# ---- design 1 ----
==> design_1/cell_density.png <==
The die is cut into 19 by 19 equal tiles; white is low, dark blue is high, 0 to 100% covered.
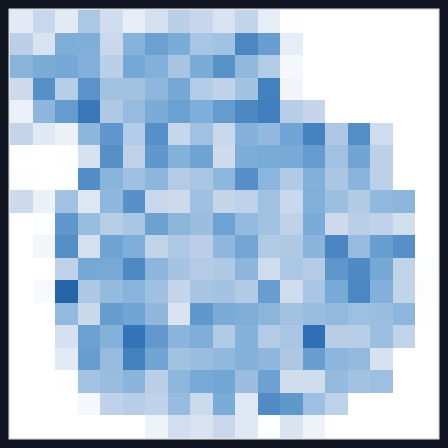

$ cat config.mk
export PLATFORM = sky130hd
export DESIGN_NAME = gshare_pht
export DESIGN_NICKNAME = d
export VERILOG_FILES = /design/src/rtl/gshare_pht.sv
export SDC_FILE = /design/constraint.sdc
export NUM_CORES = 1
export LEC_CHECK = 0
export ABC_AREA = 1
export CORE_MARGIN = 3
export CORE_UTILIZATION = 28
export CTS_CLUSTER_SIZE = 25
export DETAILED_ROUTE_END_ITERATION = 16
export GPL_TIMING_DRIVEN = 0
export PLACE_DENSITY = 0.46
export SETUP_SLACK_MARGIN = 0.15
export SYNTH_ARGS = -nofsm -noshare
export SYNTH_HDL_FRONTEND = slang
export SYNTH_SLANG_ARGS = --single-unit
export TNS_END_PERCENT = 20
$ cat constraint.sdc
create_clock -name clock -period 5.25 [get_ports clock]
set_clock_uncertainty 0.2 [all_clocks]
set_input_delay 1.05 -clock clock [delete_from_list [all_inputs] [get_ports clock]]
set_output_delay 1.05 -clock clock [all_outputs]
set_load 0.02 [all_outputs]
$ cat src/rtl/gshare_pht.sv
// ---------------------------------------------------------------------------
// gshare_pht
//
// Pattern history table for the fetch-stage gshare predictor.
//
// A lookup hashes the fetch PC with the global history snapshot, reads the
// 2-bit saturating counter at that index and returns a registered
// taken/not-taken prediction together with the index used.  The index
// travels down the pipe with the branch and comes back at resolve, where the
// actual outcome trains the same counter.  Saturating statistics counters
// track resolved branches and mispredicts.
//
// Ports
//   clock, reset        : posedge clock, synchronous active-high reset
//   fetch_valid         : lookup request this cycle
//   fetch_pc            : PC of the fetched instruction
//   ghr_fetch           : global history snapshot at fetch
//   pred_valid          : registered fetch_valid
//   pred_taken          : registered prediction (counter MSB)
//   pred_index          : registered table index, carried to resolve
//   upd_valid           : resolved conditional branch this cycle
//   upd_index           : index returned from the pipe
//   upd_taken           : actual outcome
//   upd_pred_taken      : prediction originally made for this branch
//   mispredict          : registered upd_valid && (upd_taken != upd_pred_taken)
//   branch_count        : resolved branches, saturating
//   mispredict_count    : mispredicts, saturating
//
// Handshake: both the lookup and the update channels are valid-only.  There
// is no ready; a request is consumed in every cycle its valid is high and
// reset is low, and a request presented in a reset cycle is dropped.
// ---------------------------------------------------------------------------
module gshare_pht #(
    parameter int GHR_W   = 6,
    parameter int INDEX_W = 6,
    parameter int PC_W    = 32,
    parameter int PC_LSB  = 2,
    parameter int STAT_W  = 16
) (
    input  logic               clock,
    input  logic               reset,

    input  logic               fetch_valid,
    input  logic [PC_W-1:0]    fetch_pc,
    input  logic [GHR_W-1:0]   ghr_fetch,

    output logic               pred_valid,
    output logic               pred_taken,
    output logic [INDEX_W-1:0] pred_index,

    input  logic               upd_valid,
    input  logic [INDEX_W-1:0] upd_index,
    input  logic               upd_taken,
    input  logic               upd_pred_taken,

    output logic               mispredict,
    output logic [STAT_W-1:0]  branch_count,
    output logic [STAT_W-1:0]  mispredict_count
);

    localparam int DEPTH = 1 << INDEX_W;

    // Per-entry 2-bit counter states; the MSB is the prediction.
    typedef enum logic [1:0] {
        CTR_STRONG_NT = 2'b00,
        CTR_WEAK_NT   = 2'b01,
        CTR_WEAK_T    = 2'b10,
        CTR_STRONG_T  = 2'b11
    } ctr_t;

    // Saturating step of one counter toward the observed outcome.
    function automatic ctr_t ctr_next(input ctr_t cur, input logic taken);
        ctr_t nxt;
        nxt = cur;
        unique case (cur)
            CTR_STRONG_NT: nxt = taken ? CTR_WEAK_NT  : CTR_STRONG_NT;
            CTR_WEAK_NT:   nxt = taken ? CTR_WEAK_T   : CTR_STRONG_NT;
            CTR_WEAK_T:    nxt = taken ? CTR_STRONG_T : CTR_WEAK_NT;
            CTR_STRONG_T:  nxt = taken ? CTR_STRONG_T : CTR_WEAK_T;
            default:       nxt = CTR_WEAK_NT;
        endcase
        return nxt;
    endfunction

    // -----------------------------------------------------------------------
    // Table storage
    // -----------------------------------------------------------------------
    ctr_t table_q [DEPTH];

    // -----------------------------------------------------------------------
    // Index hash and update path
    // -----------------------------------------------------------------------
    logic [INDEX_W-1:0] fetch_index;
    ctr_t               upd_ctr_cur;
    ctr_t               upd_ctr_new;
    ctr_t               lookup_ctr;
    logic               same_index;

    assign fetch_index = fetch_pc[PC_LSB +: INDEX_W] ^ ghr_fetch;

    always_comb begin
        upd_ctr_cur = table_q[upd_index];
        upd_ctr_new = ctr_next(upd_ctr_cur, upd_taken);
    end

    // Write-then-read: a lookup that hits the entry being trained this cycle
    // sees the trained value, so back-to-back branches on a hot index do not
    // act on a stale counter.
    always_comb begin
        same_index = upd_valid && (upd_index == fetch_index);
        lookup_ctr = same_index ? upd_ctr_new : table_q[fetch_index];
    end

    always_ff @(posedge clock) begin
        if (reset) begin
            for (int i = 0; i < DEPTH; i++) begin
                table_q[i] <= CTR_WEAK_NT;
            end
        end else if (upd_valid) begin
            table_q[upd_index] <= upd_ctr_new;
        end
    end

    // -----------------------------------------------------------------------
    // Prediction output register.  With no lookup, taken/index hold so the
    // last prediction stays observable; only pred_valid drops.
    // -----------------------------------------------------------------------
    always_ff @(posedge clock) begin
        if (reset) begin
            pred_valid <= 1'b0;
            pred_taken <= 1'b0;
            pred_index <= '0;
        end else begin
            pred_valid <= fetch_valid;
            if (fetch_valid) begin
                pred_taken <= lookup_ctr[1];
                pred_index <= fetch_index;
            end
        end
    end

    // -----------------------------------------------------------------------
    // Mispredict flag and saturating statistics
    // -----------------------------------------------------------------------
    logic upd_mispredict;
    logic branch_sat;
    logic mispredict_sat;

    always_comb begin
        upd_mispredict = upd_valid && (upd_taken != upd_pred_taken);
        branch_sat     = &branch_count;
        mispredict_sat = &mispredict_count;
    end

    always_ff @(posedge clock) begin
        if (reset) begin
            mispredict       <= 1'b0;
            branch_count     <= '0;
            mispredict_count <= '0;
        end else begin
            mispredict <= upd_mispredict;
            if (upd_valid && !branch_sat) begin
                branch_count <= branch_count + STAT_W'(1);
            end
            if (upd_mispredict && !mispredict_sat) begin
                mispredict_count <= mispredict_count + STAT_W'(1);
            end
        end
    end

endmodule

# ---- design 2 ----
===== config.mk =====
export PLATFORM = sky130hd
export DESIGN_NAME = conv_enc
export DESIGN_NICKNAME = d
export VERILOG_FILES = /design/src/rtl/conv_enc.sv
export SDC_FILE = /design/constraint.sdc
export NUM_CORES = 1
export LEC_CHECK = 0
export CAP_MARGIN = 25
export CORE_AREA = 5 5 42 44
export CTS_BUF_LIST = sky130_fd_sc_hd__clkbuf_4
export DETAILED_ROUTE_END_ITERATION = 8
export DIE_AREA = 0 0 47 49
export PLACE_DENSITY_LB_ADDON = 0.1
export REMOVE_ABC_BUFFERS = 1
export SLEW_MARGIN = 20
export SYNTH_ARGS = -nofsm -noshare
export SYNTH_HDL_FRONTEND = slang
export SYNTH_SLANG_ARGS = --single-unit

===== constraint.sdc =====
create_clock -name clk -period 1.4 [get_ports clk]
set_input_delay 0.14 -clock clk [delete_from_list [all_inputs] [get_ports clk]]
set_output_delay 0.14 -clock clk [all_outputs]
set_load 0.02 [all_outputs]

===== src/rtl/conv_enc.sv =====
// Rate-1/2, K=3 convolutional encoder with a one-deep valid/ready symbol register.
// Optional trellis termination (2 zero tail bits) is built when CONV_ENC_TAIL_EN is defined.
module conv_enc #(
  parameter int       FRAME_LEN = 8,
  parameter bit [2:0] G0        = 3'b111,
  parameter bit [2:0] G1        = 3'b101
) (
  input  logic       clk,
  input  logic       rst,
  input  logic       start,
  input  logic       din,
  input  logic       din_valid,
  output logic       din_ready,
  output logic [1:0] sym_out,
  output logic       sym_valid,
  input  logic       sym_ready,
  output logic [1:0] enc_state,
  output logic       busy,
  output logic       frame_done
);

  localparam int CW = $clog2(FRAME_LEN + 1);
  localparam logic [CW-1:0] LAST_IDX = CW'(FRAME_LEN - 1);

  typedef enum logic [1:0] {
    IDLE = 2'd0,
    DATA = 2'd1,
`ifdef CONV_ENC_TAIL_EN
    TAIL = 2'd2,
`endif
    DONE = 2'd3
  } state_t;

  state_t        state, state_nxt;
  logic [1:0]    st, st_nxt;
  logic [CW-1:0] cnt, cnt_nxt;
  logic [1:0]    sym_nxt;
  logic          vld_nxt;
  logic          done_nxt;
  logic          load_ok;
`ifdef CONV_ENC_TAIL_EN
  logic          tail_idx, tail_nxt;
`endif

  // Symbol is {c0,c1}; generator bit2 taps the current input, bits1:0 tap the shift register.
  function automatic logic [1:0] encode(input logic b, input logic [1:0] s);
    return {^(G0 & {b, s}), ^(G1 & {b, s})};
  endfunction

  assign load_ok   = !sym_valid || sym_ready;
  assign busy      = (state != IDLE);
  assign enc_state = st;

  always_comb begin
    state_nxt = state;
    st_nxt    = st;
    cnt_nxt   = cnt;
    sym_nxt   = sym_out;
    vld_nxt   = sym_valid;
    done_nxt  = 1'b0;
    din_ready = 1'b0;
`ifdef CONV_ENC_TAIL_EN
    tail_nxt  = tail_idx;
`endif
    case (state)
      IDLE: begin
        if (start) begin
          st_nxt    = 2'b00;
          cnt_nxt   = '0;
`ifdef CONV_ENC_TAIL_EN
          tail_nxt  = 1'b0;
`endif
          state_nxt = DATA;
        end
      end
      DATA: begin
        din_ready = load_ok;
        if (din_valid && load_ok) begin
          sym_nxt = encode(din, st);
          vld_nxt = 1'b1;
          st_nxt  = {din, st[1]};
          cnt_nxt = cnt + CW'(1);
          if (cnt == LAST_IDX) begin
`ifdef CONV_ENC_TAIL_EN
            state_nxt = TAIL;
`else
            state_nxt = DONE;
`endif
          end
        end else if (load_ok) begin
          vld_nxt = 1'b0;
        end
      end
`ifdef CONV_ENC_TAIL_EN
      TAIL: begin
        if (load_ok) begin
          sym_nxt  = encode(1'b0, st);
          vld_nxt  = 1'b1;
          st_nxt   = {1'b0, st[1]};
          tail_nxt = 1'b1;
          if (tail_idx) state_nxt = DONE;
        end
      end
`endif
      DONE: begin
        // Hold the final symbol until it has been taken, then signal completion.
        if (load_ok) begin
          vld_nxt   = 1'b0;
          done_nxt  = 1'b1;
          state_nxt = IDLE;
        end
      end
      default: state_nxt = IDLE;
    endcase
  end

  always_ff @(posedge clk) begin
    if (rst) begin
      state      <= IDLE;
      st         <= 2'b00;
      cnt        <= '0;
      sym_out    <= 2'b00;
      sym_valid  <= 1'b0;
      frame_done <= 1'b0;
`ifdef CONV_ENC_TAIL_EN
      tail_idx   <= 1'b0;
`endif
    end else begin
      state      <= state_nxt;
      st         <= st_nxt;
      cnt        <= cnt_nxt;
      sym_out    <= sym_nxt;
      sym_valid  <= vld_nxt;
      frame_done <= done_nxt;
`ifdef CONV_ENC_TAIL_EN
      tail_idx   <= tail_nxt;
`endif
    end
  end

endmodule


==> design_2/wires.png <==
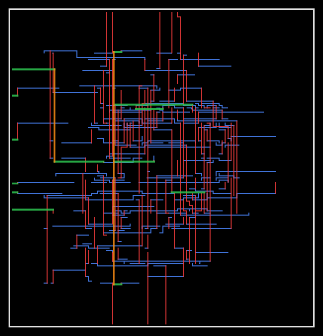
- metal 4: orange (wire length 50.3 microns)
- metal 3: green (wire length 52.7 microns)
- metal 2: red (wire length 633 microns)
- metal 1: blue (wire length 689 microns)

==> impl_metrics.env, design 2 <==
# implementation run metrics
export IMPL_finalCritPeriodShare=0.982
export IMPL_setup_violations=0
export IMPL_finalHoldViolations=0
export IMPL_status="finished, final reports clean"
export IMPL_nMultiInputCombCells=50
export IMPL_reg2reg_to="enc_state[1]$_SDFFE_PP0P_"
export IMPL_clock_area_frac=0.0275
export IMPL_seq_power_uw=360
export IMPL_crit_fanout=9
export IMPL_rsz0062_at_grt="true"
export IMPL_synth_chip_area_sq_um=551
export IMPL_netlist_area_sq_um=551
export IMPL_crit_path_start_kind="input port"
export IMPL_clockBufferCount=3
export IMPL_busiest_layer="met2"
export IMPL_routed_wirelength_mm=1.43
export IMPL_grt_pass1_wl_mm=2.27
export IMPL_slew_violations=0
export IMPL_crit_slowest_cell="or4b_4"
export IMPL_logic_area_sq_um=328
export IMPL_cts_root_buf="clkbuf_4"
export IMPL_fill_cells=138
export IMPL_maxPowerGroup="sequential cells"
export IMPL_placed_cell_area_sq_um=772
export IMPL_cts_buffers=3
export IMPL_flops=12
export IMPL_worstPathRequired_ps=1620
export IMPL_cp_arrival_ps=1600
export IMPL_dominantRegCellSynth="dfxtp_1"
export IMPL_fp_dieH_microns=49
export IMPL_sw_frac_of_total=0.272
export IMPL_path_clk_slew_ps=80
export IMPL_num_rows=14
export IMPL_placedCellCount=104
export IMPL_cts_max_level=1
export IMPL_syn_to_final_growth_pct=48.6
export IMPL_pg_clk_uw=224
export IMPL_top_area_frac=0.436
export IMPL_synth_warnings=0
export IMPL_syn_inst=67
export IMPL_cp_end_kind="register"
export IMPL_n_all_inverters=2
design 2: cells in the final DEF, fill, tap and decap left out:
cell / netlist / layout
and3_2: 0 / 1
clkbuf_2: 0 / 2
mux2i_1: 1 / 1
clkdlybuf4s50_1: 0 / 6
or4b_4: 0 / 1
nor2_1: 7 / 7
a2bb2oi_4: 0 / 1
a32oi_1: 1 / 1
xnor2_1: 2 / 2
nor3_1: 1 / 1
nand3_1: 2 / 2
inv_1: 2 / 2
or4b_1: 2 / 1
o21ai_0: 7 / 7
a21oi_1: 6 / 5
a211oi_1: 1 / 1
clkbuf_4: 0 / 3
nand4b_1: 1 / 1
nand2b_1: 3 / 3
dlygate4sd2_1: 0 / 3
dlymetal6s2s_1: 0 / 2
nor2b_4: 0 / 1
nand4_1: 1 / 1
a31oi_1: 1 / 1
nand2_2: 0 / 1
a21oi_2: 0 / 1
nand3b_1: 1 / 1
nand2_1: 7 / 6
a22oi_1: 1 / 1
buf_4: 0 / 10
dfxtp_1: 12 / 9
dfxtp_2: 0 / 3
nor2b_1: 2 / 1
ha_1: 1 / 1
design 2: sequential cells by signal, indices dropped and copies added, names as in the netlist, named ones only:
register	flops
frame_done	1
sym_out	2
cnt	4
state	2
enc_state	2
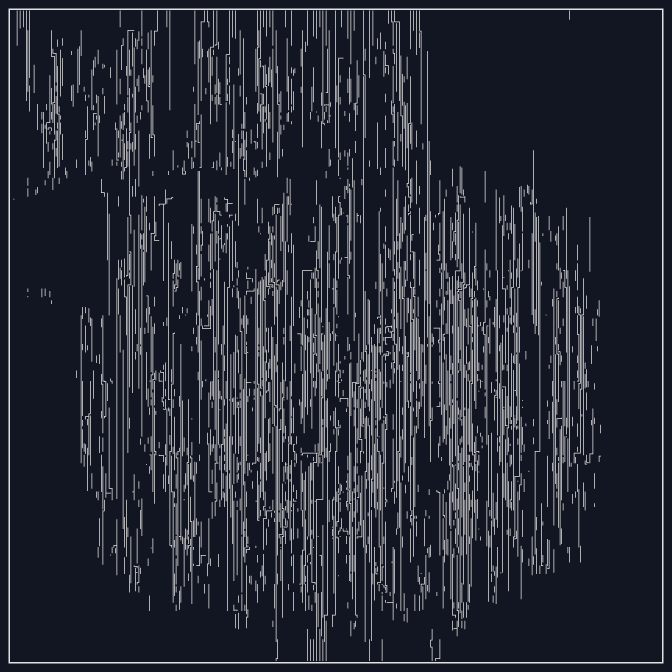
(design_1/layer_met2.png)
- main direction: vertical
- share of all routed wire: 46%
- nets with wire on the layer: 1089
- longest straight run: 95.3 microns

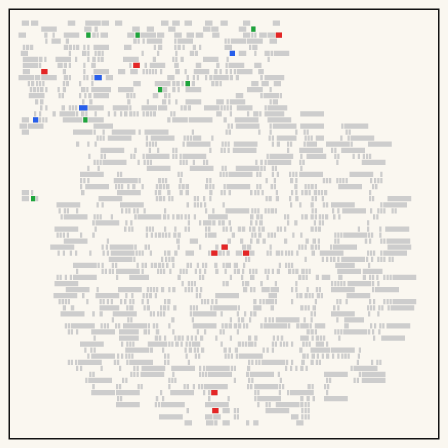
(design_1/logic_types.png)
- xor and xnor cells: red (cells 8; most used xor2_1)
- and/or cells: green (cells 7; most used or2_2)
- non-inverting ao/oa cells: blue (cells 4; most used o21a_1; where top left)

About design_1/cell_density.png:
- mean over tiles: 29%
- nearly empty tiles: 24%
- emptiest ninth of the die: top right
- fullest tile: 79%
- tiles over 75% full: 0.30%

==> impl_metrics.env, design 1 <==
# implementation run metrics
export IMPL_status="finished, final reports clean"
export IMPL_fp_utilization=0.287
export IMPL_fp_dieH_microns=192
export IMPL_syn_nets=1418
export IMPL_cts_hold_buffers=0
export IMPL_cp_end_kind="register"
export IMPL_whs_path_depth=2
export IMPL_synthTopCellsByCount="nand2_1, inv_1, nor2_1"
export IMPL_switching_power_uw=947
export IMPL_yosys_cells=1366
export IMPL_rrSetupSlack_ps=2530
export IMPL_final_util=0.337
export IMPL_yosysMostFrequentCell="nand2_1"
export IMPL_dieArea_sq_mm=0.0369
export IMPL_placedCellCount=1874
export IMPL_nNetsFinal=1497
export IMPL_regToRegStartpoint="table_q[3][0]$_SDFFCE_PN1P_"
export IMPL_rsz0062_at_grt="false"
export IMPL_placed_cell_area_sq_mm=0.0109
export IMPL_dp_worst_setup_slack_ps=869
export IMPL_cp_common_cell="nand3_1"
export IMPL_cts_setup_buffers=0
export IMPL_cts_max_level=4
export IMPL_power_frac_clock=0.384
export IMPL_crit_slowest_cell="xor2_1"
export IMPL_fin_area_sq_mm=0.0114
export IMPL_crit_family="buffers and inverters"
export IMPL_via_per_inst=4.68
## design 1: registers in the layout, summed over array words and instances, names as in the netlist
| name | count |
|---|---|
| table_q | 128 |
| branch_count | 16 |
| mispredict_count | 16 |
| pred_valid | 1 |
| mispredict | 1 |
| pred_taken | 1 |
| pred_index | 6 |
## design 1: routing by layer
metal	part of all wire	vias up	global-route usage	wire length [microns]
met4	0.034	0	0.0796	1180
met3	0.068	62	0.0363	2370
met1	0.43	4147	0.249	15200
met2	0.46	292	0.316	16300
met5	0	-	0	0
li1	-	4422	-	-
## design 1: logic make-up (layout without fill, tap and decap cells)
group           after synthesis  count (layout)  synth area share
fa+ha+maj                     3               3           0.00374
buf+inv                     263             355             0.116
compound gates               89              89            0.0509
flops                       169             169             0.481
simple gates                834             834             0.341
xor+xnor                      8               8           0.00722
## design 1: final cells by class
class | count | area [sq um]
plain buffers | 63 | 378
clock buffers | 26 | 526
clock inverters | 6 | 33.8
fillers | 3680 | 22400
inverters | 200 | 751
multi-input cells | 934 | 3910
flip-flops and latches | 169 | 4660
well taps | 448 | 561
repair buffers | 60 | 601

